# ---- cpu_control_seq_flat ----
<file path="src/rtl/cpu_control_seq_if.sv">
// Memory-side handshake bundle for the control sequencer. The instruction and data
// request/ack pairs travel together; the master is the CPU side.
interface cpu_control_seq_if #(
  parameter int OPCODE_W = 3
) ();
  logic                mem_ins_en;
  logic                ins_ack;
  logic [OPCODE_W-1:0] opcode;
  logic                mem_da_en;
  logic                mem_da_we;
  logic                da_ack;

  modport master (
    output mem_ins_en,
    output mem_da_en,
    output mem_da_we,
    input  ins_ack,
    input  opcode,
    input  da_ack
  );

  modport slave (
    input  mem_ins_en,
    input  mem_da_en,
    input  mem_da_we,
    output ins_ack,
    output opcode,
    output da_ack
  );
endinterface

</file>
<file path="src/rtl/cpu_control_seq.sv">
// Multicycle FETCH/DECODE/EXEC/WB sequencer for the accumulator CPU. It has ack-timed
// memory accesses, a resumable HALT, a sticky illegal-opcode flag and bus-error trap.
module cpu_control_seq #(
  parameter int OPCODE_W = 3,
  parameter int WAIT_W   = 4,
  parameter int WAIT_MAX = 15,
  parameter int CNT_W    = 16
) (
  input  logic                 clk,
  input  logic                 rst,
  cpu_control_seq_if.master    mem,
  input  logic                 is_zero,
  input  logic                 resume,
  output logic                 acc_load,
  output logic                 acc_sel,
  output logic                 pc_en,
  output logic                 pc_skip,
  output logic                 pc_load,
  output logic                 jmp,
  output logic                 halt,
  output logic                 illegal,
  output logic                 bus_err,
  output logic [CNT_W-1:0]     retired,
  output logic [2:0]           state_o
);

  typedef enum logic [2:0] {
    S_FETCH  = 3'd0,
    S_DECODE = 3'd1,
    S_EXEC   = 3'd2,
    S_WB     = 3'd3,
    S_HALTED = 3'd4
  } state_t;

  localparam logic [2:0] OP_HLT = 3'd0;
  localparam logic [2:0] OP_SKZ = 3'd1;
  localparam logic [2:0] OP_ADD = 3'd2;
  localparam logic [2:0] OP_AND = 3'd3;
  localparam logic [2:0] OP_XOR = 3'd4;
  localparam logic [2:0] OP_LDA = 3'd5;
  localparam logic [2:0] OP_STO = 3'd6;
  localparam logic [2:0] OP_JMP = 3'd7;

  // The last permitted unacked cycle: a request is held for at most WAIT_MAX cycles.
  localparam logic [WAIT_W-1:0] WAIT_LIM = WAIT_W'(WAIT_MAX - 1);

  state_t              state_q, state_d;
  logic [OPCODE_W-1:0] ir_q, ir_d;
  logic [WAIT_W-1:0]   wait_q, wait_d;
  logic [CNT_W-1:0]    retired_q, retired_d;
  logic                illegal_q, illegal_d;
  logic                bus_err_q, bus_err_d;

  logic                legal_s;
  logic [2:0]          op_s;
  logic                mem_op_s;
  logic                ins_en_s, da_en_s, da_we_s;
  logic                acc_load_s, acc_sel_s, pc_en_s, pc_skip_s, pc_load_s, jmp_s, halt_s;

  assign legal_s  = ((ir_q >> 3'd3) == {OPCODE_W{1'b0}});
  assign op_s     = ir_q[2:0];
  assign mem_op_s = legal_s && (op_s >= OP_ADD) && (op_s <= OP_STO);

  // State and architectural registers.
  always_ff @(posedge clk or posedge rst) begin
    if (rst) begin
      state_q   <= S_FETCH;
      ir_q      <= {OPCODE_W{1'b0}};
      wait_q    <= {WAIT_W{1'b0}};
      retired_q <= {CNT_W{1'b0}};
      illegal_q <= 1'b0;
      bus_err_q <= 1'b0;
    end else begin
      state_q   <= state_d;
      ir_q      <= ir_d;
      wait_q    <= wait_d;
      retired_q <= retired_d;
      illegal_q <= illegal_d;
      bus_err_q <= bus_err_d;
    end
  end

  // Next-state logic, including the per-access timeout.
  always_comb begin
    state_d   = state_q;
    ir_d      = ir_q;
    wait_d    = wait_q;
    retired_d = retired_q;
    illegal_d = illegal_q;
    bus_err_d = bus_err_q;
    case (state_q)
      S_FETCH: begin
        if (mem.ins_ack) begin
          ir_d    = mem.opcode;
          wait_d  = {WAIT_W{1'b0}};
          state_d = S_DECODE;
        end else if (wait_q == WAIT_LIM) begin
          bus_err_d = 1'b1;
          wait_d    = {WAIT_W{1'b0}};
          state_d   = S_HALTED;
        end else begin
          wait_d = wait_q + WAIT_W'(1'b1);
        end
      end
      S_DECODE: begin
        if (!legal_s) begin
          illegal_d = 1'b1;
          state_d   = S_WB;
        end else if (op_s == OP_HLT) begin
          state_d = S_HALTED;
        end else begin
          wait_d  = {WAIT_W{1'b0}};
          state_d = S_EXEC;
        end
      end
      S_EXEC: begin
        if (!mem_op_s) begin
          state_d = S_WB;
        end else if (mem.da_ack) begin
          wait_d  = {WAIT_W{1'b0}};
          state_d = S_WB;
        end else if (wait_q == WAIT_LIM) begin
          bus_err_d = 1'b1;
          wait_d    = {WAIT_W{1'b0}};
          state_d   = S_HALTED;
        end else begin
          wait_d = wait_q + WAIT_W'(1'b1);
        end
      end
      S_WB: begin
        retired_d = retired_q + CNT_W'(1'b1);
        wait_d    = {WAIT_W{1'b0}};
        state_d   = S_FETCH;
      end
      S_HALTED: begin
        if (resume && !bus_err_q) begin
          ir_d    = {OPCODE_W{1'b0}};
          state_d = S_WB;
        end else begin
          state_d = S_HALTED;
        end
      end
      default: begin
        state_d = S_FETCH;
      end
    endcase
  end

  // Moore strobes; everything is forced low while reset is held.
  always_comb begin
    ins_en_s   = 1'b0;
    da_en_s    = 1'b0;
    da_we_s    = 1'b0;
    acc_load_s = 1'b0;
    acc_sel_s  = 1'b0;
    pc_en_s    = 1'b0;
    pc_skip_s  = 1'b0;
    pc_load_s  = 1'b0;
    jmp_s      = 1'b0;
    halt_s     = 1'b0;
    if (rst) begin
      ins_en_s = 1'b0;
    end else begin
      case (state_q)
        S_FETCH: ins_en_s = 1'b1;
        S_EXEC: begin
          da_en_s = mem_op_s;
          da_we_s = legal_s && (op_s == OP_STO);
          jmp_s   = legal_s && (op_s == OP_JMP);
        end
        S_WB: begin
          if (!legal_s) begin
            pc_en_s = 1'b1;
          end else begin
            case (op_s)
              OP_ADD, OP_AND, OP_XOR: begin
                acc_load_s = 1'b1;
                pc_en_s    = 1'b1;
              end
              OP_LDA: begin
                acc_load_s = 1'b1;
                acc_sel_s  = 1'b1;
                pc_en_s    = 1'b1;
              end
              OP_JMP: begin
                pc_load_s = 1'b1;
                jmp_s     = 1'b1;
              end
              OP_SKZ: begin
                pc_en_s   = 1'b1;
                pc_skip_s = is_zero;
              end
              default: pc_en_s = 1'b1;
            endcase
          end
        end
        S_HALTED: halt_s = 1'b1;
        default:  halt_s = 1'b0;
      endcase
    end
  end

  assign mem.mem_ins_en = ins_en_s;
  assign mem.mem_da_en  = da_en_s;
  assign mem.mem_da_we  = da_we_s;
  assign acc_load       = acc_load_s;
  assign acc_sel        = acc_sel_s;
  assign pc_en          = pc_en_s;
  assign pc_skip        = pc_skip_s;
  assign pc_load        = pc_load_s;
  assign jmp            = jmp_s;
  assign halt           = halt_s;
  assign illegal        = illegal_q;
  assign bus_err        = bus_err_q;
  assign retired        = retired_q;
  assign state_o        = state_q;

endmodule

</file>
<file path="src/flat_wrapper.sv">
// flat-port wrapper written by rule: the top's interface ports become plain ports
module cpu_control_seq_flat 
#(
  parameter int OPCODE_W = 3,
  parameter int WAIT_W   = 4,
  parameter int WAIT_MAX = 15,
  parameter int CNT_W    = 16
)
  (clk, rst, is_zero, resume, acc_load, acc_sel, pc_en, pc_skip, pc_load, jmp, halt, illegal, bus_err, retired, state_o, mem_mem_ins_en, mem_mem_da_en, mem_mem_da_we, mem_ins_ack, mem_opcode, mem_da_ack);
  cpu_control_seq_if #(.OPCODE_W(OPCODE_W)) mem_i ();
  input  logic clk;
  input  logic rst;
  input  logic is_zero;
  input  logic resume;
  output logic acc_load;
  output logic acc_sel;
  output logic pc_en;
  output logic pc_skip;
  output logic pc_load;
  output logic jmp;
  output logic halt;
  output logic illegal;
  output logic bus_err;
  output logic [CNT_W-1:0] retired;
  output logic [2:0] state_o;
  output wire logic [$bits(mem_i.mem_ins_en)-1:0] mem_mem_ins_en;
  output wire logic [$bits(mem_i.mem_da_en)-1:0] mem_mem_da_en;
  output wire logic [$bits(mem_i.mem_da_we)-1:0] mem_mem_da_we;
  input wire logic [$bits(mem_i.ins_ack)-1:0] mem_ins_ack;
  input wire logic [$bits(mem_i.opcode)-1:0] mem_opcode;
  input wire logic [$bits(mem_i.da_ack)-1:0] mem_da_ack;
  assign mem_mem_ins_en = mem_i.mem_ins_en;
  assign mem_mem_da_en = mem_i.mem_da_en;
  assign mem_mem_da_we = mem_i.mem_da_we;
  assign mem_i.ins_ack = mem_ins_ack;
  assign mem_i.opcode = mem_opcode;
  assign mem_i.da_ack = mem_da_ack;
  cpu_control_seq #(.OPCODE_W(OPCODE_W), .WAIT_W(WAIT_W), .WAIT_MAX(WAIT_MAX), .CNT_W(CNT_W)) u_core (.clk(clk), .rst(rst), .mem(mem_i), .is_zero(is_zero), .resume(resume), .acc_load(acc_load), .acc_sel(acc_sel), .pc_en(pc_en), .pc_skip(pc_skip), .pc_load(pc_load), .jmp(jmp), .halt(halt), .illegal(illegal), .bus_err(bus_err), .retired(retired), .state_o(state_o));
endmodule
</file>
<file path="config.mk">
export PLATFORM = sky130hd
export DESIGN_NAME = cpu_control_seq_flat
export DESIGN_NICKNAME = d
export VERILOG_FILES = /design/src/rtl/cpu_control_seq_if.sv /design/src/rtl/cpu_control_seq.sv /design/src/flat_wrapper.sv
export SDC_FILE = /design/constraint.sdc
export NUM_CORES = 1
export LEC_CHECK = 0
export CORE_MARGIN = 3
export CORE_UTILIZATION = 50
export CTS_BUF_LIST = sky130_fd_sc_hd__clkbuf_16
export DETAILED_ROUTE_END_ITERATION = 8
export PLACE_DENSITY = 0.8
export SLEW_MARGIN = 20
export SYNTH_ARGS = -nofsm -noshare
export SYNTH_HDL_FRONTEND = slang
export SYNTH_SLANG_ARGS = --single-unit
</file>
<file path="constraint.sdc">
create_clock -name clk -period 2.7 [get_ports clk]
set_input_delay 0.675 -clock clk [delete_from_list [all_inputs] [get_ports clk]]
set_output_delay 0.675 -clock clk [all_outputs]
set_load 0.01 [all_outputs]
</file>
# ---- psychogenic_neptune_proportional_flat ----
File: src/rtl/psychogenic_neptune_proportional_if.sv
`timescale 1ns/1ps
// Tile pin bundle for the guitar tuner: dedicated inputs, segment outputs
// and the (unused) bidirectional bank.
interface psychogenic_neptune_proportional_if;
  logic [7:0] ui_in;
  logic [7:0] uo_out;
  logic [7:0] uio_in;
  logic [7:0] uio_out;
  logic [7:0] uio_oe;
  logic       ena;

  modport master (
    output ui_in,
    output uio_in,
    output ena,
    input  uo_out,
    input  uio_out,
    input  uio_oe
  );

  modport slave (
    input  ui_in,
    input  uio_in,
    input  ena,
    output uo_out,
    output uio_out,
    output uio_oe
  );
endinterface

File: src/rtl/psychogenic_neptune_proportional.sv
`timescale 1ns/1ps
// Guitar-string tuner: counts string edges over a one-second gate, matches the
// count to the nearest standard-tuning note and drives a muxed 7-seg digit pair.
module psychogenic_neptune_proportional (
  input  logic                                 clk,
  input  logic                                 rst_n,
  psychogenic_neptune_proportional_if.slave    bus
);

  typedef enum logic [2:0] {
    NOTE_NONE,
    NOTE_E2,
    NOTE_A2,
    NOTE_D3,
    NOTE_G3,
    NOTE_B3,
    NOTE_E4
  } note_e;

  localparam logic [9:0] EDGE_MAX = 10'h3FF;

  // ---------------------------------------------------------------------------
  // Input decode
  // ---------------------------------------------------------------------------
  logic [2:0] clk_config;
  logic       input_pulse;
  logic       display_single_enable;
  logic       display_single_select;

  assign clk_config            = bus.ui_in[4:2];
  assign input_pulse           = bus.ui_in[5];
  assign display_single_enable = bus.ui_in[6];
  assign display_single_select = bus.ui_in[7];

  logic unused_inputs;
  assign unused_inputs = &{1'b0, bus.ena, bus.uio_in, bus.ui_in[1:0]};

  // ---------------------------------------------------------------------------
  // Classification helpers
  // ---------------------------------------------------------------------------
  function automatic note_e classify(input logic [9:0] c);
    if      (c >= 10'd60  && c <= 10'd95)  return NOTE_E2;
    else if (c >= 10'd96  && c <= 10'd128) return NOTE_A2;
    else if (c >= 10'd129 && c <= 10'd171) return NOTE_D3;
    else if (c >= 10'd172 && c <= 10'd221) return NOTE_G3;
    else if (c >= 10'd222 && c <= 10'd288) return NOTE_B3;
    else if (c >= 10'd289 && c <= 10'd400) return NOTE_E4;
    return NOTE_NONE;
  endfunction

  function automatic logic [9:0] target_of(input note_e n);
    case (n)
      NOTE_E2: return 10'd82;
      NOTE_A2: return 10'd110;
      NOTE_D3: return 10'd147;
      NOTE_G3: return 10'd196;
      NOTE_B3: return 10'd247;
      NOTE_E4: return 10'd330;
      default: return 10'd0;
    endcase
  endfunction

  function automatic logic [6:0] note_glyph_of(input note_e n);
    case (n)
      NOTE_E2: return 7'h79;
      NOTE_A2: return 7'h77;
      NOTE_D3: return 7'h5E;
      NOTE_G3: return 7'h3D;
      NOTE_B3: return 7'h7C;
      NOTE_E4: return 7'h7B;
      default: return 7'h40;
    endcase
  endfunction

  // Seven-step sharp/flat bar: left segments for flat, right for sharp,
  // middle bar alone means in tune.
  function automatic logic [6:0] prox_glyph_of(input note_e n, input logic [9:0] c);
    logic signed [10:0] d;
    if (n == NOTE_NONE) return 7'h00;
    d = $signed({1'b0, c}) - $signed({1'b0, target_of(n)});
    if      (d <= -11'sd8) return 7'h30;
    else if (d <= -11'sd4) return 7'h10;
    else if (d <= -11'sd2) return 7'h50;
    else if (d <=  11'sd1) return 7'h40;
    else if (d <=  11'sd3) return 7'h44;
    else if (d <=  11'sd7) return 7'h04;
    return 7'h06;
  endfunction

  // ---------------------------------------------------------------------------
  // State
  // ---------------------------------------------------------------------------
  logic [2:0]  cfg_q;
  logic [23:0] gate_len;
  logic [23:0] gate_cnt;
  logic        cfg_change;
  logic        gate_end;

  logic [1:0]  pulse_sync;
  logic        pulse_prev;
  logic        rise;
  logic [9:0]  edge_cnt;
  logic [9:0]  edge_total;

  logic [6:0]  note_glyph;
  logic [6:0]  prox_glyph;
  logic [6:0]  note_glyph_next;
  logic [6:0]  prox_glyph_next;
  note_e       cls_note;

  logic [2:0]  mux_cnt;
  logic        mux_sel;
  logic        show_prox;
  logic [6:0]  seg_q;
  logic        prox_select_q;

  always_comb begin
    case (cfg_q)
      3'd0:    gate_len = 24'd1000;
      3'd1:    gate_len = 24'd2000;
      3'd2:    gate_len = 24'd4000;
      3'd3:    gate_len = 24'd10000;
      3'd4:    gate_len = 24'd32768;
      3'd5:    gate_len = 24'd100000;
      3'd6:    gate_len = 24'd1000000;
      default: gate_len = 24'd10000000;
    endcase
  end

  // A config change wins over a coinciding gate end so the partial window
  // measured at the old rate is never reported.
  assign cfg_change = (clk_config != cfg_q);
  assign gate_end   = !cfg_change && (gate_cnt == gate_len - 24'd1);

  assign rise       = pulse_sync[1] & ~pulse_prev;
  assign edge_total = (edge_cnt == EDGE_MAX) ? edge_cnt : edge_cnt + {9'd0, rise};

  assign cls_note        = classify(edge_total);
  assign note_glyph_next = gate_end ? note_glyph_of(cls_note) : note_glyph;
  assign prox_glyph_next = gate_end ? prox_glyph_of(cls_note, edge_total) : prox_glyph;

  assign show_prox = display_single_enable ? display_single_select : mux_sel;

  // The reset pin keeps its tile name but is active-high here.
  // NOTE: every register, including the glyph latches, is reset so the display
  // is guaranteed blank until a full gate has been measured.
  always_ff @(posedge clk) begin
    if (rst_n) begin
      cfg_q         <= '0;
      gate_cnt      <= '0;
      pulse_sync    <= '0;
      pulse_prev    <= 1'b0;
      edge_cnt      <= '0;
      note_glyph    <= '0;
      prox_glyph    <= '0;
      mux_cnt       <= '0;
      mux_sel       <= 1'b0;
      seg_q         <= '0;
      prox_select_q <= 1'b0;
    end else begin
      cfg_q      <= clk_config;
      pulse_sync <= {pulse_sync[0], input_pulse};
      pulse_prev <= pulse_sync[1];

      if (cfg_change || gate_end) begin
        gate_cnt <= '0;
        edge_cnt <= '0;
      end else begin
        gate_cnt <= gate_cnt + 24'd1;
        edge_cnt <= edge_total;
      end

      if (gate_end) begin
        note_glyph <= note_glyph_next;
        prox_glyph <= prox_glyph_next;
      end

      mux_cnt <= mux_cnt + 3'd1;
      if (mux_cnt == 3'd7) mux_sel <= ~mux_sel;

      // Output stage reads the next glyph values so a new result is shown
      // on the very first cycle of the following gate.
      seg_q         <= show_prox ? prox_glyph_next : note_glyph_next;
      prox_select_q <= show_prox;
    end
  end

  assign bus.uo_out  = {prox_select_q, seg_q};
  assign bus.uio_out = 8'h00;
  assign bus.uio_oe  = 8'h00;

endmodule

File: src/flat_wrapper.sv
// flat-port wrapper written by rule: the top's interface ports become plain ports
module psychogenic_neptune_proportional_flat 
  (clk, rst_n, bus_ui_in, bus_uio_in, bus_ena, bus_uo_out, bus_uio_out, bus_uio_oe);
  psychogenic_neptune_proportional_if bus_i ();
  input  logic clk;
  input  logic rst_n;
  input wire logic [$bits(bus_i.ui_in)-1:0] bus_ui_in;
  input wire logic [$bits(bus_i.uio_in)-1:0] bus_uio_in;
  input wire logic [$bits(bus_i.ena)-1:0] bus_ena;
  output wire logic [$bits(bus_i.uo_out)-1:0] bus_uo_out;
  output wire logic [$bits(bus_i.uio_out)-1:0] bus_uio_out;
  output wire logic [$bits(bus_i.uio_oe)-1:0] bus_uio_oe;
  assign bus_i.ui_in = bus_ui_in;
  assign bus_i.uio_in = bus_uio_in;
  assign bus_i.ena = bus_ena;
  assign bus_uo_out = bus_i.uo_out;
  assign bus_uio_out = bus_i.uio_out;
  assign bus_uio_oe = bus_i.uio_oe;
  psychogenic_neptune_proportional u_core (.clk(clk), .rst_n(rst_n), .bus(bus_i));
endmodule
File: config.mk
export PLATFORM = sky130hd
export DESIGN_NAME = psychogenic_neptune_proportional_flat
export DESIGN_NICKNAME = d
export VERILOG_FILES = /design/src/rtl/psychogenic_neptune_proportional_if.sv /design/src/rtl/psychogenic_neptune_proportional.sv /design/src/flat_wrapper.sv
export SDC_FILE = /design/constraint.sdc
export NUM_CORES = 1
export LEC_CHECK = 0
export CAP_MARGIN = 20
export CORE_ASPECT_RATIO = 0.75
export CORE_UTILIZATION = 30
export DETAILED_ROUTE_END_ITERATION = 10
export PLACE_DENSITY = 0.58
export SLEW_MARGIN = 30
export SYNTH_ARGS = -nofsm -noshare
export SYNTH_HDL_FRONTEND = slang
export SYNTH_SLANG_ARGS = --single-unit
export TNS_END_PERCENT = 20
File: constraint.sdc
create_clock -name clk -period 5.9 [get_ports clk]
set_input_delay 1.18 -clock clk [delete_from_list [all_inputs] [get_ports clk]]
set_output_delay 1.18 -clock clk [all_outputs]
set_load 0.01 [all_outputs]
# ---- control_unit ----
==> src/rtl/cpu_pkg.sv <==
// cpu_pkg: shared opcode, funct, ALU and mux encodings plus control FSM states.
package cpu_pkg;
  localparam logic [5:0] OP_R    = 6'b000000;
  localparam logic [5:0] OP_LW   = 6'b100011;
  localparam logic [5:0] OP_SW   = 6'b101011;
  localparam logic [5:0] OP_BEQ  = 6'b000100;
  localparam logic [5:0] OP_ADDI = 6'b001000;
  localparam logic [5:0] OP_J    = 6'b000010;
  localparam logic [5:0] FN_ADD  = 6'b100000;
  localparam logic [5:0] FN_SUB  = 6'b100010;
  localparam logic [5:0] FN_AND  = 6'b100100;
  localparam logic [5:0] FN_OR   = 6'b100101;
  localparam logic [3:0] ALU_AND = 4'b0000;
  localparam logic [3:0] ALU_OR  = 4'b0001;
  localparam logic [3:0] ALU_ADD = 4'b0010;
  localparam logic [3:0] ALU_SUB = 4'b0110;
  localparam logic [1:0] SRCB_REG  = 2'b00;
  localparam logic [1:0] SRCB_FOUR = 2'b01;
  localparam logic [1:0] SRCB_IMM  = 2'b10;
  localparam logic [1:0] SRCB_BR   = 2'b11;
  localparam logic [1:0] PC_ALU    = 2'b00;
  localparam logic [1:0] PC_ALUOUT = 2'b01;
  localparam logic [1:0] PC_JUMP   = 2'b10;
  typedef enum logic [3:0] {
    FETCH, DECODE, MEMADR, MEMRD, MEMWB, MEMWR,
    EXECUTE, ALUWB, BRANCH, ADDIEX, ADDIWB, JUMP
  } state_t;
endpackage

==> src/rtl/alu_decoder.sv <==
// alu_decoder: maps R-type funct to an ALU operation; unknown functs fall back to ADD and are flagged.
module alu_decoder
  import cpu_pkg::*;
(
  input  logic [5:0] funct,
  output logic [3:0] alu_op,
  output logic       funct_illegal
);
  always_comb begin
    alu_op = funct == FN_SUB ? ALU_SUB :
             funct == FN_AND ? ALU_AND :
             funct == FN_OR  ? ALU_OR  : ALU_ADD;
    funct_illegal = !(funct inside {FN_ADD, FN_SUB, FN_AND, FN_OR});
  end
endmodule

==> src/rtl/control_unit.sv <==
// control_unit: multi-cycle fetch/decode/execute/memory/writeback sequencer driving all datapath controls.
module control_unit
  import cpu_pkg::*;
(
  input  logic        clk,
  input  logic        rst_n,
  input  logic [5:0]  Op,
  input  logic [5:0]  Funct,
  input  logic        aluZero,
  input  logic        memReady,
  output logic        MemRead,
  output logic        MemWrite,
  output logic        IorD,
  output logic        IRWrite,
  output logic        RegWrite,
  output logic        RegDst,
  output logic        MemtoReg,
  output logic        ALUSrcA,
  output logic [1:0]  ALUSrcB,
  output logic [3:0]  ALUOp,
  output logic [1:0]  PCSrc,
  output logic        PCEn,
  output logic        illegal,
  output logic [31:0] instrCount
);
  state_t state, next;
  logic [31:0] instr_count;
  logic [3:0] dec_op;
  logic funct_illegal, retire;
  alu_decoder u_dec (.funct(Funct), .alu_op(dec_op), .funct_illegal(funct_illegal));
  assign instrCount = instr_count;
  always_comb begin
    next = state;
    retire = 1'b0;
    MemRead = 1'b0;
    MemWrite = 1'b0;
    IorD = 1'b0;
    IRWrite = 1'b0;
    RegWrite = 1'b0;
    RegDst = 1'b0;
    MemtoReg = 1'b0;
    ALUSrcA = 1'b0;
    ALUSrcB = SRCB_REG;
    ALUOp = ALU_ADD;
    PCSrc = PC_ALU;
    PCEn = 1'b0;
    illegal = 1'b0;
    case (state)
      FETCH: begin
        MemRead = 1'b1;
        ALUSrcB = SRCB_FOUR;
        IRWrite = memReady;
        PCEn = memReady;
        next = memReady ? DECODE : FETCH;
      end
      DECODE: begin
        ALUSrcB = SRCB_BR;
        case (Op)
          OP_LW, OP_SW: next = MEMADR;
          OP_R:         next = EXECUTE;
          OP_BEQ:       next = BRANCH;
          OP_ADDI:      next = ADDIEX;
          OP_J:         next = JUMP;
          default: begin
            illegal = 1'b1;
            next = FETCH;
          end
        endcase
      end
      MEMADR: begin
        ALUSrcA = 1'b1;
        ALUSrcB = SRCB_IMM;
        next = Op == OP_LW ? MEMRD : MEMWR;
      end
      MEMRD: begin
        MemRead = 1'b1;
        IorD = 1'b1;
        next = memReady ? MEMWB : MEMRD;
      end
      MEMWB: begin
        RegWrite = 1'b1;
        MemtoReg = 1'b1;
        retire = 1'b1;
        next = FETCH;
      end
      MEMWR: begin
        MemWrite = 1'b1;
        IorD = 1'b1;
        retire = memReady;
        next = memReady ? FETCH : MEMWR;
      end
      EXECUTE: begin
        ALUSrcA = 1'b1;
        ALUOp = dec_op;
        illegal = funct_illegal;
        next = funct_illegal ? FETCH : ALUWB;
      end
      ALUWB: begin
        RegWrite = 1'b1;
        RegDst = 1'b1;
        retire = 1'b1;
        next = FETCH;
      end
      BRANCH: begin
        ALUSrcA = 1'b1;
        ALUOp = ALU_SUB;
        PCSrc = PC_ALUOUT;
        PCEn = aluZero;
        retire = 1'b1;
        next = FETCH;
      end
      ADDIEX: begin
        ALUSrcA = 1'b1;
        ALUSrcB = SRCB_IMM;
        next = ADDIWB;
      end
      ADDIWB: begin
        RegWrite = 1'b1;
        retire = 1'b1;
        next = FETCH;
      end
      JUMP: begin
        PCSrc = PC_JUMP;
        PCEn = 1'b1;
        retire = 1'b1;
        next = FETCH;
      end
      default: next = FETCH;
    endcase
    // Reset is asynchronous, so the write strobes must drop combinationally, not at the next edge.
    if (!rst_n) begin
      IRWrite = 1'b0;
      PCEn = 1'b0;
      RegWrite = 1'b0;
      MemWrite = 1'b0;
      illegal = 1'b0;
    end
  end
  always_ff @(posedge clk or negedge rst_n) begin
    if (!rst_n) begin
      state <= FETCH;
      instr_count <= '0;
    end else begin
      state <= next;
      if (retire) instr_count <= instr_count + 32'd1;
    end
  end
endmodule

==> config.mk <==
export PLATFORM = sky130hd
export DESIGN_NAME = control_unit
export DESIGN_NICKNAME = d
export VERILOG_FILES = /design/src/rtl/cpu_pkg.sv /design/src/rtl/alu_decoder.sv /design/src/rtl/control_unit.sv
export SDC_FILE = /design/constraint.sdc
export NUM_CORES = 1
export LEC_CHECK = 0
export ABC_CLOCK_PERIOD_IN_PS = 2600
export CORE_ASPECT_RATIO = 1.5
export CORE_MARGIN = 1.5
export CORE_UTILIZATION = 50
export DETAILED_ROUTE_END_ITERATION = 10
export PLACE_DENSITY = 0.95
export SYNTH_ARGS = -nofsm -noshare
export SYNTH_HDL_FRONTEND = slang
export SYNTH_SLANG_ARGS = --single-unit
==> constraint.sdc <==
create_clock -name clk -period 2.6 [get_ports clk]
set_input_delay 0.39 -clock clk [delete_from_list [all_inputs] [get_ports clk]]
set_output_delay 0.39 -clock clk [all_outputs]
set_load 0.05 [all_outputs]
Fig. 1: psychogenic_neptune_proportional_flat, routed metal, one color a layer
Bar = 50 um.
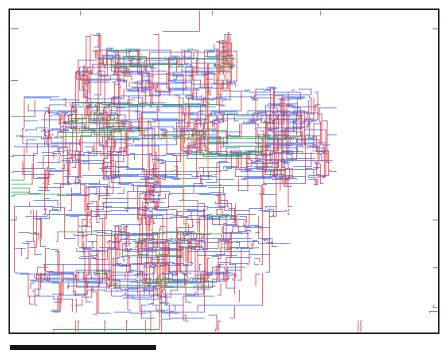
layer	color	wire length
met2	red	4800 um
met3	green	823 um
met1	blue	5840 um
met4	orange	134 um
GR Util All Layers: 0.1505
routed vias: 4207
Post-Route WL: 11600 um
wire length per cell: 14.85 um

==> job_summary.md, psychogenic_neptune_proportional_flat <==
## Implementation flow summary

| Metric | Value |
|---|---|
| Run status | `finished, final reports clean` |
| GP Congestion | `0.8648` |
| Vias in the first global route | `3807` |
| Crit-path leading delay family | `simple AND/OR/NAND/NOR gates` |
| Area-dominant class | `combinational gates` |
| Total negative slack | `0 ns` |
| Unique cell types | `84` |
| Final Max Slew Viols | `0` |
| Floorplan utilization | `0.3071` |
| P_int | `810.2 uW` |
| WP data arrival | `5.81 ns` |
| Worst R2R Setup Slack | `0.35 ns` |
| Sequential cell area share | `0.2566` |
| # clk buffers | `11` |
| Total power | `1047 uW` |
| Inst Count DP | `766` |
| Postcts setup bufs | `0` |
| Seq pwr | `459 uW` |
| Combinational share of power | `0.053` |
| Total power divided by cell area | `203.3 mW/mm^2` |
| Clock latency (worst-skew pair) | `0.34 ns` |
| WP depth | `18` |
| Comb pwr | `55.2 uW` |
| Maximum VDD drop | `0.0002021 V` |
| Dpl ws | `0.4118 ns` |
| Largest area contributor in the synthesized netlist | `dfxtp_1` |
| Critical-path top delay cell | `or4b_1` |
| M2 GR Usage | `0.2228` |
| M1 GR Usage | `0.2121` |
| Top cells by count | `66 x dfxtp_1, 59 x nor2_1, 42 x nand2_1, 29 x nand3_1, 23 x a21oi_1` |
| Largest register FFs | `24` |
| N_diodes | `0` |
| Largest net degree at the start of global routing | `31` |
| Sw Share | `0.2260` |
| Crit Path Max Fanout | `11` |
| NetSw | `236.6 uW` |
| DP Area | `0.004846 mm^2` |
| Worst Max-Slew Pin Slew | `0.8271 ns` |
| TritonCTS Buffers | `9` |
| Final min period | `5.547 ns` |
| Final critical-path setup slack | `0.3529 ns` |
| Grt met3 use | `0.04609` |
| Die Y | `110.1 um` |
| Post-CTS Hold Buffers | `0` |
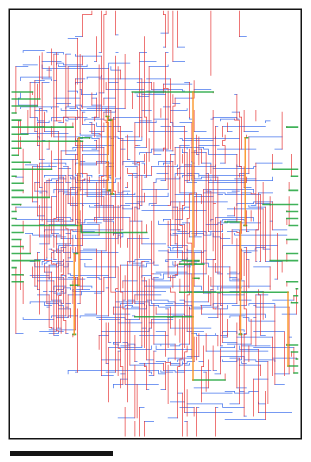
Fig. 2. Routed metal, one color a layer (control_unit).
Bar = 20 um.
layer	color	wire length
met1	blue	1990 um
met4	orange	182 um
met3	green	234 um
met2	red	2870 um
wire length per cell: 15.66 um
GR Util All Layers: 0.2316
routed vias: 1921

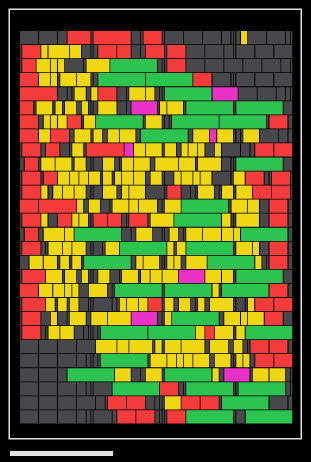
Fig. 3. Placement by cell class (control_unit).
Bar = 20 um. Fill, decap, tap and diode cells in gray.
class	color	cells
all other logic	yellow	179
flip-flops	green	36
clock drivers and dummy loads	magenta	7
other buffers and delay cells	red	70
Core ar.: 0.004029 mm^2
Cell Rows: 28
sequential cell area share: 0.3069
Finished Cell Area: 0.002935 mm^2
post-layout util: 0.7286

==> job_summary.md, control_unit <==
## Implementation flow summary

| Metric | Value |
|---|---|
| Clk power | `378 uW` |
| Final setup viols | `0` |
| RSZ-0062 raised after global routing | `no` |
| Crit. Startpoint | `state[1]` |
| Maximum VDD drop | `0.0005362 V` |
| Mux cell area share | `0.02001` |
| Clock power frac | `0.260` |
| Kind of critical path | `reg -> out` |
| Ys async rst share | `1.000` |
| Final hold vios | `0` |
| Largest net degree at the start of global routing | `16` |
| Combinational fraction of the cell area | `0.3951` |
| Logic family by area | `simple AND/OR/NAND/NOR gates` |
| Non-clock buffer share | `0.2421` |
| Worst hold slack | `0.4687 ns` |
| N_diodes | `0` |
| Hold WC Path Type | `reg -> reg` |
| CTS resizes | `0` |
| Final Max Slew Viols | `0` |
| WP data arrival | `2.15 ns` |
| Tool Warnings | `26` |
| Comb gate area | `0.001160 mm^2` |
| Crit Path Max Fanout | `15` |
| Final period util | `0.9766` |
| Vias in the first global route | `1973` |
| DRC Markers | `0` |
| Commonest non-fill, non-tap cells in the layout | `48 x clkdlybuf4s50_1, 36 x dfrtp_1, 20 x nand2_1` |
| Comb_multi_in | `171` |
| HPWL after DPL | `3986 um` |
| Total negative slack | `0 ns` |
| M2 GR Usage | `0.4203` |
| R2R cell count | `5` |
| Worst path required time | `2.21 ns` |
| Critical-path top delay cell | `clkdlybuf4s50_1` |
| Run status | `finished, final reports clean` |
| MaxCap Viol Count | `0` |
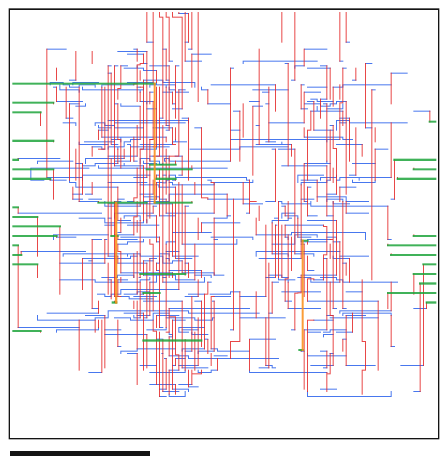
Fig. 4. Routed metal, one color a layer (cpu_control_seq_flat).
Bar = 20 um.
layer	color	wire length
met1	blue	1400 um
met2	red	1670 um
met4	orange	46.9 um
met3	green	164 um
Post-Route WL: 3279 um
wire length per cell: 14.32 um
routed vias: 1318

==> job_summary.md, cpu_control_seq_flat <==
## Implementation flow summary

| Metric | Value |
|---|---|
| Yosys warning tally | `0` |
| Hold worst-path end | `u_core.retired[15]` |
| Run status | `finished, final reports clean` |
| Share of layout cells above drive strength 1 | `0.1010` |
| Number of H-tree levels | `1` |
| Mux cell area share | `0.02135` |
| Inst Count DP | `225` |
| Tapcells | `31` |
| Syn nets | `170` |
| P_int | `1041 uW` |
| M2 GR Usage | `0.3323` |
| Top post-synthesis cells by area | `dfrtp_1 44%, xnor2_1 7.5%, nand2_1 4.4%` |
| Ao+oa area frac | `0.07553` |
| XORs/XNORs by Area | `0.09195` |
| Largest net degree at the start of global routing | `20` |
| Comb_multi_in | `121` |
| Final critical-path setup slack | `0.09097 ns` |
| Sequential cell area share | `0.3354` |
| Yosys Instances | `158` |
| Core ar. | `0.002829 mm^2` |
| Synthesis-to-finish area growth | `32.43%` |
| YS chip area | `0.001524 mm^2` |
| Clock power frac | `0.198` |
| Crit-path leading delay family | `buffers and inverters` |
| Final std cells w/o fill | `229` |

# ---- ana_pad_mux_seq ----
`src/rtl/ana_pad_mux_seq.sv`:
```
// ana_pad_mux_seq: break-before-make sequencer for the analog pad ring switches.
// Every change of connection opens all switches for DEAD_CYC cycles before closing the new one.
module ana_pad_mux_seq #(
    parameter int NUM_CH     = 4,
    parameter int SEL_W      = 2,
    parameter int DEAD_CYC   = 4,
    parameter int SETTLE_CYC = 8,
    parameter int CNT_W      = 8
) (
    input  logic              clk,
    input  logic              rst,
    input  logic              req_valid,
    input  logic [SEL_W-1:0]  req_sel,
    input  logic              req_disc,
    output logic              req_ready,
    output logic [NUM_CH-1:0] sw_en,
    output logic              busy,
    output logic              done,
    output logic              err,
    output logic [SEL_W-1:0]  cur_sel,
    output logic              connected
);

    typedef enum logic [1:0] {
        IDLE  = 2'd0,
        BREAK = 2'd1,
        MAKE  = 2'd2
    } state_t;

    localparam logic [CNT_W-1:0] DEAD_LOAD   = CNT_W'(DEAD_CYC - 1);
    localparam logic [CNT_W-1:0] SETTLE_LOAD = CNT_W'(SETTLE_CYC - 1);
    localparam logic [CNT_W-1:0] CNT_ONE     = CNT_W'(1);

    state_t            state, state_nxt;
    logic [CNT_W-1:0]  timer, timer_nxt;
    logic [SEL_W-1:0]  target, target_nxt;
    logic              has_target, has_target_nxt;
    logic [NUM_CH-1:0] sw_en_nxt;
    logic              done_nxt, err_nxt, connected_nxt;
    logic [SEL_W-1:0]  cur_sel_nxt;
    logic              accept, sel_ok;

    assign accept = req_valid && req_ready;
    assign sel_ok = int'(req_sel) < NUM_CH;
    assign busy   = (state != IDLE);

    always_comb begin
        state_nxt      = state;
        timer_nxt      = timer;
        target_nxt     = target;
        has_target_nxt = has_target;
        sw_en_nxt      = sw_en;
        done_nxt       = 1'b0;
        err_nxt        = 1'b0;
        connected_nxt  = connected;
        cur_sel_nxt    = cur_sel;

        case (state)
            IDLE: begin
                if (accept) begin
                    if (req_disc) begin
                        sw_en_nxt      = '0;
                        connected_nxt  = 1'b0;
                        timer_nxt      = DEAD_LOAD;
                        has_target_nxt = 1'b0;
                        state_nxt      = BREAK;
                    end else if (!sel_ok) begin
                        err_nxt = 1'b1;
                    end else if (connected && (req_sel == cur_sel)) begin
                        done_nxt = 1'b1;
                    end else begin
                        sw_en_nxt      = '0;
                        connected_nxt  = 1'b0;
                        timer_nxt      = DEAD_LOAD;
                        target_nxt     = req_sel;
                        has_target_nxt = 1'b1;
                        state_nxt      = BREAK;
                    end
                end
            end

            // All switches stay open for the full dead time before any make.
            BREAK: begin
                sw_en_nxt = '0;
                if (timer == '0) begin
                    if (has_target) begin
                        sw_en_nxt = NUM_CH'(1) << target;
                        timer_nxt = SETTLE_LOAD;
                        state_nxt = MAKE;
                    end else begin
                        done_nxt  = 1'b1;
                        state_nxt = IDLE;
                    end
                end else begin
                    timer_nxt = timer - CNT_ONE;
                end
            end

            MAKE: begin
                if (timer == '0) begin
                    connected_nxt = 1'b1;
                    cur_sel_nxt   = target;
                    done_nxt      = 1'b1;
                    state_nxt     = IDLE;
                end else begin
                    timer_nxt = timer - CNT_ONE;
                end
            end

            default: begin
                sw_en_nxt     = '0;
                connected_nxt = 1'b0;
                state_nxt     = IDLE;
            end
        endcase
    end

    // req_ready is registered so it only rises on the first edge after reset release.
    always_ff @(posedge clk or posedge rst) begin
        if (rst) begin
            state      <= IDLE;
            timer      <= '0;
            target     <= '0;
            has_target <= 1'b0;
            sw_en      <= '0;
            done       <= 1'b0;
            err        <= 1'b0;
            connected  <= 1'b0;
            cur_sel    <= '0;
            req_ready  <= 1'b0;
        end else begin
            state      <= state_nxt;
            timer      <= timer_nxt;
            target     <= target_nxt;
            has_target <= has_target_nxt;
            sw_en      <= sw_en_nxt;
            done       <= done_nxt;
            err        <= err_nxt;
            connected  <= connected_nxt;
            cur_sel    <= cur_sel_nxt;
            req_ready  <= (state_nxt == IDLE);
        end
    end

endmodule
```
`config.mk`:
```
export PLATFORM = sky130hd
export DESIGN_NAME = ana_pad_mux_seq
export DESIGN_NICKNAME = d
export VERILOG_FILES = /design/src/rtl/ana_pad_mux_seq.sv
export SDC_FILE = /design/constraint.sdc
export NUM_CORES = 1
export LEC_CHECK = 0
export CAP_MARGIN = 20
export CORE_ASPECT_RATIO = 1.2
export CORE_MARGIN = 2
export CORE_UTILIZATION = 45
export DETAILED_ROUTE_END_ITERATION = 12
export PLACE_DENSITY_LB_ADDON = 0.15
export RECOVER_POWER = 50
export SETUP_SLACK_MARGIN = 0.1
export SKIP_CTS_REPAIR_TIMING = 1
export SLEW_MARGIN = 20
export SYNTH_ARGS = -nofsm -noshare
export SYNTH_HDL_FRONTEND = slang
export SYNTH_SLANG_ARGS = --single-unit
```
`constraint.sdc`:
```
create_clock -name clk -period 5.5 [get_ports clk]
set_clock_uncertainty 0.05 [all_clocks]
set_input_delay 0.825 -clock clk [delete_from_list [all_inputs] [get_ports clk]]
set_output_delay 0.825 -clock clk [all_outputs]
set_load 0.005 [all_outputs]
```
# ---- ddr_burst_reader ----
**config.mk**
```make
export PLATFORM = sky130hd
export DESIGN_NAME = ddr_burst_reader
export DESIGN_NICKNAME = d
export VERILOG_FILES = /design/src/rtl/ddr_pkg.sv /design/src/rtl/sync_fifo.sv /design/src/rtl/ddr_burst_reader.sv
export SDC_FILE = /design/constraint.sdc
export NUM_CORES = 2
export LEC_CHECK = 0
export CORE_MARGIN = 10
export CORE_UTILIZATION = 35
export DETAILED_ROUTE_END_ITERATION = 8
export PLACE_DENSITY_LB_ADDON = 0.3
export SLEW_MARGIN = 10
export SYNTH_ARGS = -nofsm -noshare
export SYNTH_HDL_FRONTEND = slang
export SYNTH_SLANG_ARGS = --single-unit
```
**constraint.sdc**
```tcl
create_clock -name clk_i -period 5.2 [get_ports clk_i]
set_clock_uncertainty 0.1 [all_clocks]
set_input_delay 1.56 -clock clk_i [delete_from_list [all_inputs] [get_ports clk_i]]
set_output_delay 1.56 -clock clk_i [all_outputs]
set_load 0.03 [all_outputs]
```
**src/rtl/ddr_pkg.sv**
```systemverilog
// Shared definitions for the DDR burst masters: word geometry, the burst
// state encoding and an address alignment helper.
package ddr_pkg;

    localparam int WordBytes = 8;
    localparam int AddrLsb   = 3;

    typedef enum logic [1:0] {
        IDLE,
        ISSUE,
        DRAIN,
        DONE
    } burst_state_e;

    // Clear the byte-offset bits so the address points at a whole 64-bit word.
    function automatic logic [31:0] align_addr(input logic [31:0] addr);
        return {addr[31:AddrLsb], {AddrLsb{1'b0}}};
    endfunction

endpackage

```
**src/rtl/sync_fifo.sv**
```systemverilog
// Synchronous first-word-fall-through FIFO. The head word is visible on
// data_o whenever valid_o is high. A push is accepted while full only if a
// pop happens in the same cycle.
module sync_fifo #(
    parameter int Width = 64,
    parameter int Depth = 32
) (
    input  logic                   clk_i,
    input  logic                   rst_ni,
    input  logic                   push_i,
    input  logic [Width-1:0]       data_i,
    input  logic                   pop_i,
    output logic [Width-1:0]       data_o,
    output logic                   valid_o,
    output logic [$clog2(Depth):0] count_o
);

    localparam int             AddrW     = $clog2(Depth);
    localparam logic [AddrW:0] FullCount = (AddrW + 1)'(Depth);
    localparam logic [AddrW:0] OneCount  = (AddrW + 1)'(1);

    logic [Width-1:0] mem_q [Depth];
    logic [AddrW-1:0] wr_ptr_q, wr_ptr_d;
    logic [AddrW-1:0] rd_ptr_q, rd_ptr_d;
    logic [AddrW:0]   count_q, count_d;
    logic             do_push, do_pop;

    assign do_pop  = pop_i && (count_q != '0);
    assign do_push = push_i && ((count_q != FullCount) || do_pop);

    // Pointer and occupancy next-state; pointers wrap naturally (Depth is a power of 2).
    always_comb begin
        // NOTE: every combinational output gets a default first, so no path leaves it unassigned and no latch is inferred.
        wr_ptr_d = wr_ptr_q;
        rd_ptr_d = rd_ptr_q;
        count_d  = count_q;
        if (do_push) wr_ptr_d = wr_ptr_q + AddrW'(1);
        if (do_pop)  rd_ptr_d = rd_ptr_q + AddrW'(1);
        if (do_push && !do_pop)      count_d = count_q + OneCount;
        else if (!do_push && do_pop) count_d = count_q - OneCount;
    end

    // Pointer and occupancy registers.
    always_ff @(posedge clk_i or negedge rst_ni) begin
        if (!rst_ni) begin
            // NOTE: sequential state always uses non-blocking assignment so every flop samples pre-edge values.
            wr_ptr_q <= '0;
            rd_ptr_q <= '0;
            count_q  <= '0;
        end else begin
            wr_ptr_q <= wr_ptr_d;
            rd_ptr_q <= rd_ptr_d;
            count_q  <= count_d;
        end
    end

    // Storage write.
    // NOTE: the data array is deliberately not reset; the empty count already masks stale contents.
    always_ff @(posedge clk_i) begin
        if (do_push) mem_q[wr_ptr_q] <= data_i;
    end

    assign valid_o = (count_q != '0);
    assign data_o  = valid_o ? mem_q[rd_ptr_q] : '0;
    assign count_o = count_q;

endmodule

```
**src/rtl/ddr_burst_reader.sv**
```systemverilog
// Read-side burst master for the 64-bit DDR model. One (base, count) job
// becomes a stream of aligned reads, one per cycle. Each read first claims
// a FIFO slot through the credit compare, because the memory's returned
// data cannot be stalled.
module ddr_burst_reader
    import ddr_pkg::*;
#(
    parameter int ReadLatency = 16,
    parameter int FifoDepth   = 32,
    parameter int LenWidth    = 16
) (
    input  logic                clk_i,
    input  logic                rst_ni,
    input  logic                start_i,
    input  logic [31:0]         base_addr_i,
    input  logic [LenWidth-1:0] word_count_i,
    output logic                busy_o,
    output logic                done_o,
    output logic                misalign_o,
    output logic [31:0]         mem_addr_o,
    output logic                mem_read_en_o,
    output logic                mem_write_en_o,
    output logic [7:0]          mem_byte_en_o,
    input  logic [63:0]         mem_data_i,
    input  logic                mem_data_valid_i,
    output logic [63:0]         data_o,
    output logic                data_valid_o,
    input  logic                data_ready_i
);

    localparam int CntW = $clog2(FifoDepth) + 1;
    localparam int IssW = LenWidth + 1;

    // A FIFO shallower than ReadLatency+2 stays correct; the credit stall then only limits throughput.
    if (FifoDepth < ReadLatency + 2) begin : g_credit_limited
    end

    burst_state_e        state_q, state_d;
    logic [31:0]         base_q, base_d;
    logic [LenWidth-1:0] count_q, count_d;
    logic [IssW-1:0]     issued_q, issued_d;
    logic [IssW-1:0]     words_out_q, words_out_d;
    logic [CntW-1:0]     in_flight_q, in_flight_d;
    logic                misalign_q, misalign_d;

    logic [CntW-1:0]     fifo_count;
    logic                fifo_valid;
    logic                fifo_pop;
    logic                resp_accept;
    logic                credit_ok;
    logic                read_en;

    // Every read issued or in flight owns one FIFO slot.
    assign credit_ok   = ({1'b0, fifo_count} + {1'b0, in_flight_q}) < (CntW + 1)'(FifoDepth);
    assign read_en     = (state_q == ISSUE) && (issued_q < {1'b0, count_q}) && credit_ok;
    // Responses with nothing outstanding belong to a job killed by reset.
    assign resp_accept = mem_data_valid_i && (in_flight_q != '0);
    assign fifo_pop    = fifo_valid && data_ready_i;

    sync_fifo #(
        .Width (64),
        .Depth (FifoDepth)
    ) u_ret_fifo (
        .clk_i   (clk_i),
        .rst_ni  (rst_ni),
        .push_i  (resp_accept),
        .data_i  (mem_data_i),
        .pop_i   (fifo_pop),
        .data_o  (data_o),
        .valid_o (fifo_valid),
        .count_o (fifo_count)
    );

    // Outstanding-read counter: issue adds one, an accepted response removes one.
    always_comb begin
        in_flight_d = in_flight_q;
        case ({read_en, resp_accept})
            2'b10:   in_flight_d = in_flight_q + CntW'(1);
            2'b01:   in_flight_d = in_flight_q - CntW'(1);
            default: in_flight_d = in_flight_q;
        endcase
    end

    // Burst FSM next state plus job latches and progress counters.
    always_comb begin
        state_d     = state_q;
        base_d      = base_q;
        count_d     = count_q;
        misalign_d  = misalign_q;
        issued_d    = issued_q + IssW'(read_en);
        words_out_d = words_out_q + IssW'(fifo_pop);
        case (state_q)
            IDLE: begin
                if (start_i) begin
                    base_d      = align_addr(base_addr_i);
                    count_d     = word_count_i;
                    misalign_d  = |base_addr_i[AddrLsb-1:0];
                    issued_d    = '0;
                    words_out_d = '0;
                    state_d     = (word_count_i == '0) ? DONE : ISSUE;
                end
            end
            ISSUE: begin
                if (read_en && (issued_d == {1'b0, count_q})) state_d = DRAIN;
            end
            DRAIN: begin
                // Look at the updated count so done_o lands right after the last accept.
                if (words_out_d == {1'b0, count_q}) state_d = DONE;
            end
            DONE: begin
                state_d = IDLE;
            end
            default: state_d = IDLE;
        endcase
    end

    // State, job and counter registers.
    always_ff @(posedge clk_i or negedge rst_ni) begin
        if (!rst_ni) begin
            state_q     <= IDLE;
            base_q      <= '0;
            count_q     <= '0;
            issued_q    <= '0;
            words_out_q <= '0;
            in_flight_q <= '0;
            misalign_q  <= 1'b0;
        end else begin
            state_q     <= state_d;
            base_q      <= base_d;
            count_q     <= count_d;
            issued_q    <= issued_d;
            words_out_q <= words_out_d;
            in_flight_q <= in_flight_d;
            misalign_q  <= misalign_d;
        end
    end

    assign busy_o         = (state_q != IDLE);
    assign done_o         = (state_q == DONE);
    assign misalign_o     = misalign_q;
    assign mem_read_en_o  = read_en;
    assign mem_addr_o     = read_en ? (base_q + (32'(issued_q) << AddrLsb)) : '0;
    assign mem_write_en_o = 1'b0;
    assign mem_byte_en_o  = 8'hFF;
    assign data_valid_o   = fifo_valid;

endmodule
```
Fig. 5: ddr_burst_reader, routed metal, one color a layer
Bar = 200 um.
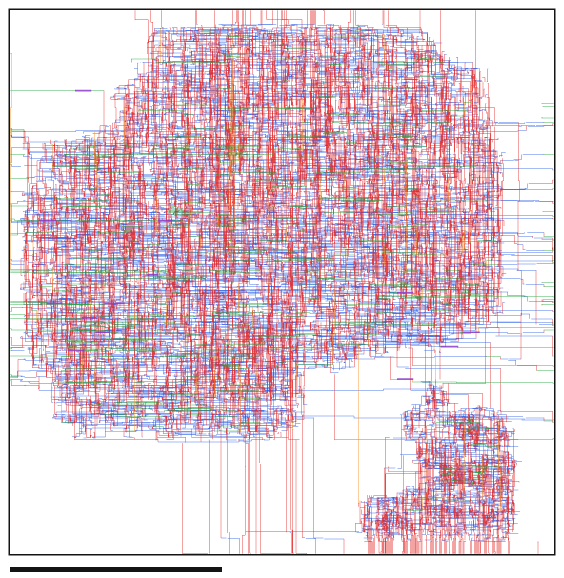
layer	color	wire length
met5	purple	173 um
met1	blue	101 mm
met2	red	113 mm
met4	orange	4390 um
met3	green	14800 um
wire length per cell: 29.67 um
GR Util All Layers: 0.1698
routed vias: 42850
Post-Route WL: 232900 um

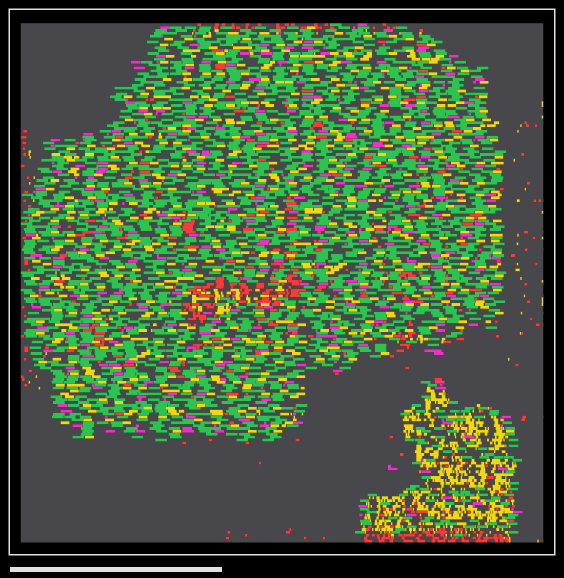
Fig. 6. Placement by cell class (ddr_burst_reader).
Bar = 200 um. Fill, decap, tap and diode cells in gray.
class	color	cells
all other logic	yellow	1537
clock drivers and dummy loads	magenta	405
flip-flops	green	2152
other buffers and delay cells	red	567
Cell Rows: 180
post-layout util: 0.4289
Core ar.: 0.2412 mm^2
Finished Cell Area: 0.1034 mm^2

==> job_summary.md, ddr_burst_reader <==
## Implementation flow summary

| Metric | Value |
|---|---|
| Worst R2R Setup Slack | `0.36 ns` |
| Failing checks | `negative setup slack` |
| Final critical-path setup slack | `-0.1339 ns` |
| Worst path required time | `3.54 ns` |
| Clock latency (worst-skew pair) | `0.87 ns` |
| Yosys simple share | `0.02505` |
| Fillers | `20550` |
| Final setup viols | `24` |
| Seq pwr | `20900 uW` |
| Run status | `finished with violations` |
| CP bufs+invs | `7` |
| Total power | `57710 uW` |
| Non-clock buffer share | `0.06837` |
| Final Max Slew Viols | `0` |
| Top Consumer | `combinational cells` |
| First-pass GRT wire length | `326300 um` |
| Number of H-tree levels | `4` |
| Yosys Instances | `3886` |
| XORs/XNORs by Area | `0.009091` |
| Met3 wire length | `14820 um` |
| CTS resizes | `212` |
| # IOs | `227` |
| Vias in the first global route | `43520` |
| Initial antenna violation count | `22` |
| Largest net degree at the start of global routing | `114` |
| Clock power frac | `0.273` |
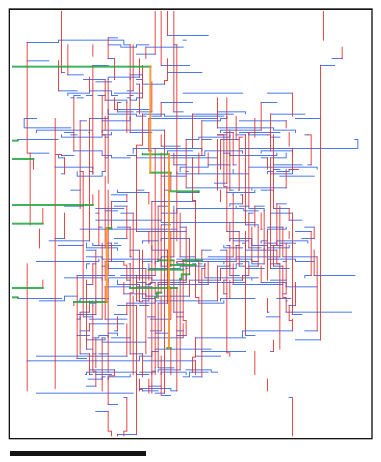
Fig. 7. Routed metal, one color a layer (ana_pad_mux_seq).
Bar = 20 um.
layer	color	wire length
met4	orange	55.1 um
met3	green	86.5 um
met1	blue	1240 um
met2	red	1420 um
routed vias: 1065
GR Util All Layers: 0.1928
wire length per cell: 15.40 um
Post-Route WL: 2802 um

==> job_summary.md, ana_pad_mux_seq <==
## Implementation flow summary

| Metric | Value |
|---|---|
| P_int | `437.5 uW` |
| Final critical-path setup slack | `2.684 ns` |
| Combinational share of power | `0.548` |
| WP data arrival | `2.99 ns` |
| # clk buffers | `4` |
| Area-dominant class | `combinational gates` |
| Grt met3 use | `0.03318` |
| Run status | `finished, final reports clean` |
| Core ar. | `0.002785 mm^2` |
| Dpl ws | `2.779 ns` |
| GP Congestion | `0.8547` |
| Synth Seq Share | `0.4202` |
| Main flop type | `dfrtp_1` |
| Seq pwr | `264 uW` |
| Die Y | `63.11 um` |
| Highest routing layer actually used | `met4` |
| Signal inverters | `12` |
| Clk pin slew, worst setup/hold paths | `0.12 ns` |

==> layout pictures side by side <==
Placed standard cells.
picture 1
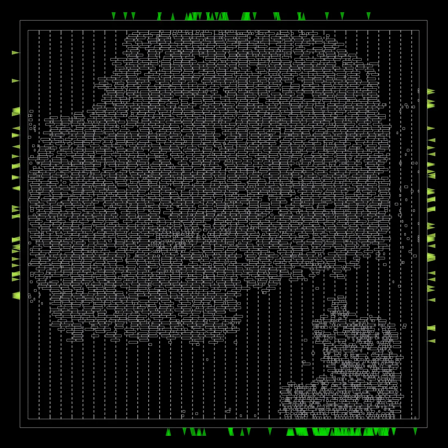
picture 2
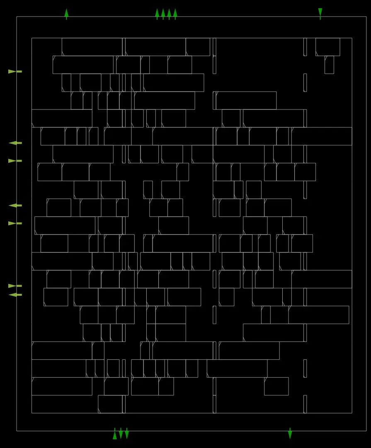
The one with the highest utilization is picture 2.
| picture | from |
|---|---|
| picture 2 | ana_pad_mux_seq |
| picture 1 | ddr_burst_reader |



==> gallery <==
Logic cells by family.
image #1
Bar = 20 um.
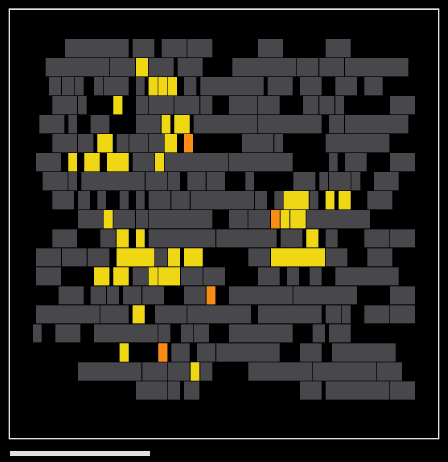
image #2
Bar = 50 um.
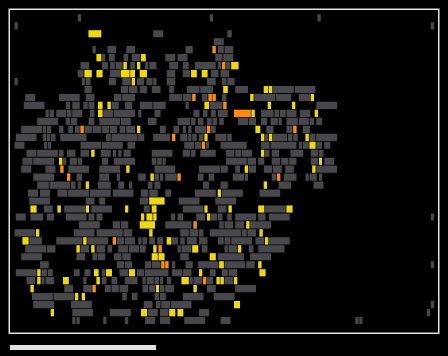
image #3
Bar = 20 um.
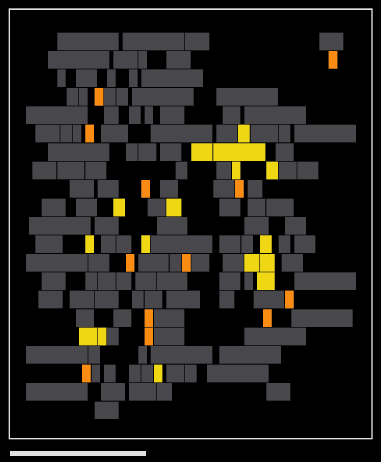
image #4
Bar = 20 um.
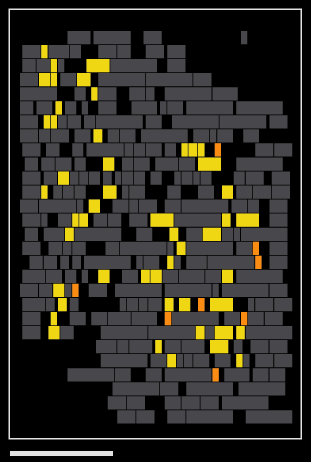
- largest die: image #2
- most cells: image #2
| from | picture |
|---|---|
| control_unit | image #4 |
| cpu_control_seq_flat | image #1 |
| ana_pad_mux_seq | image #3 |
| psychogenic_neptune_proportional_flat | image #2 |

Power figures rest on the tool's default switching activity, not on a simulated workload.
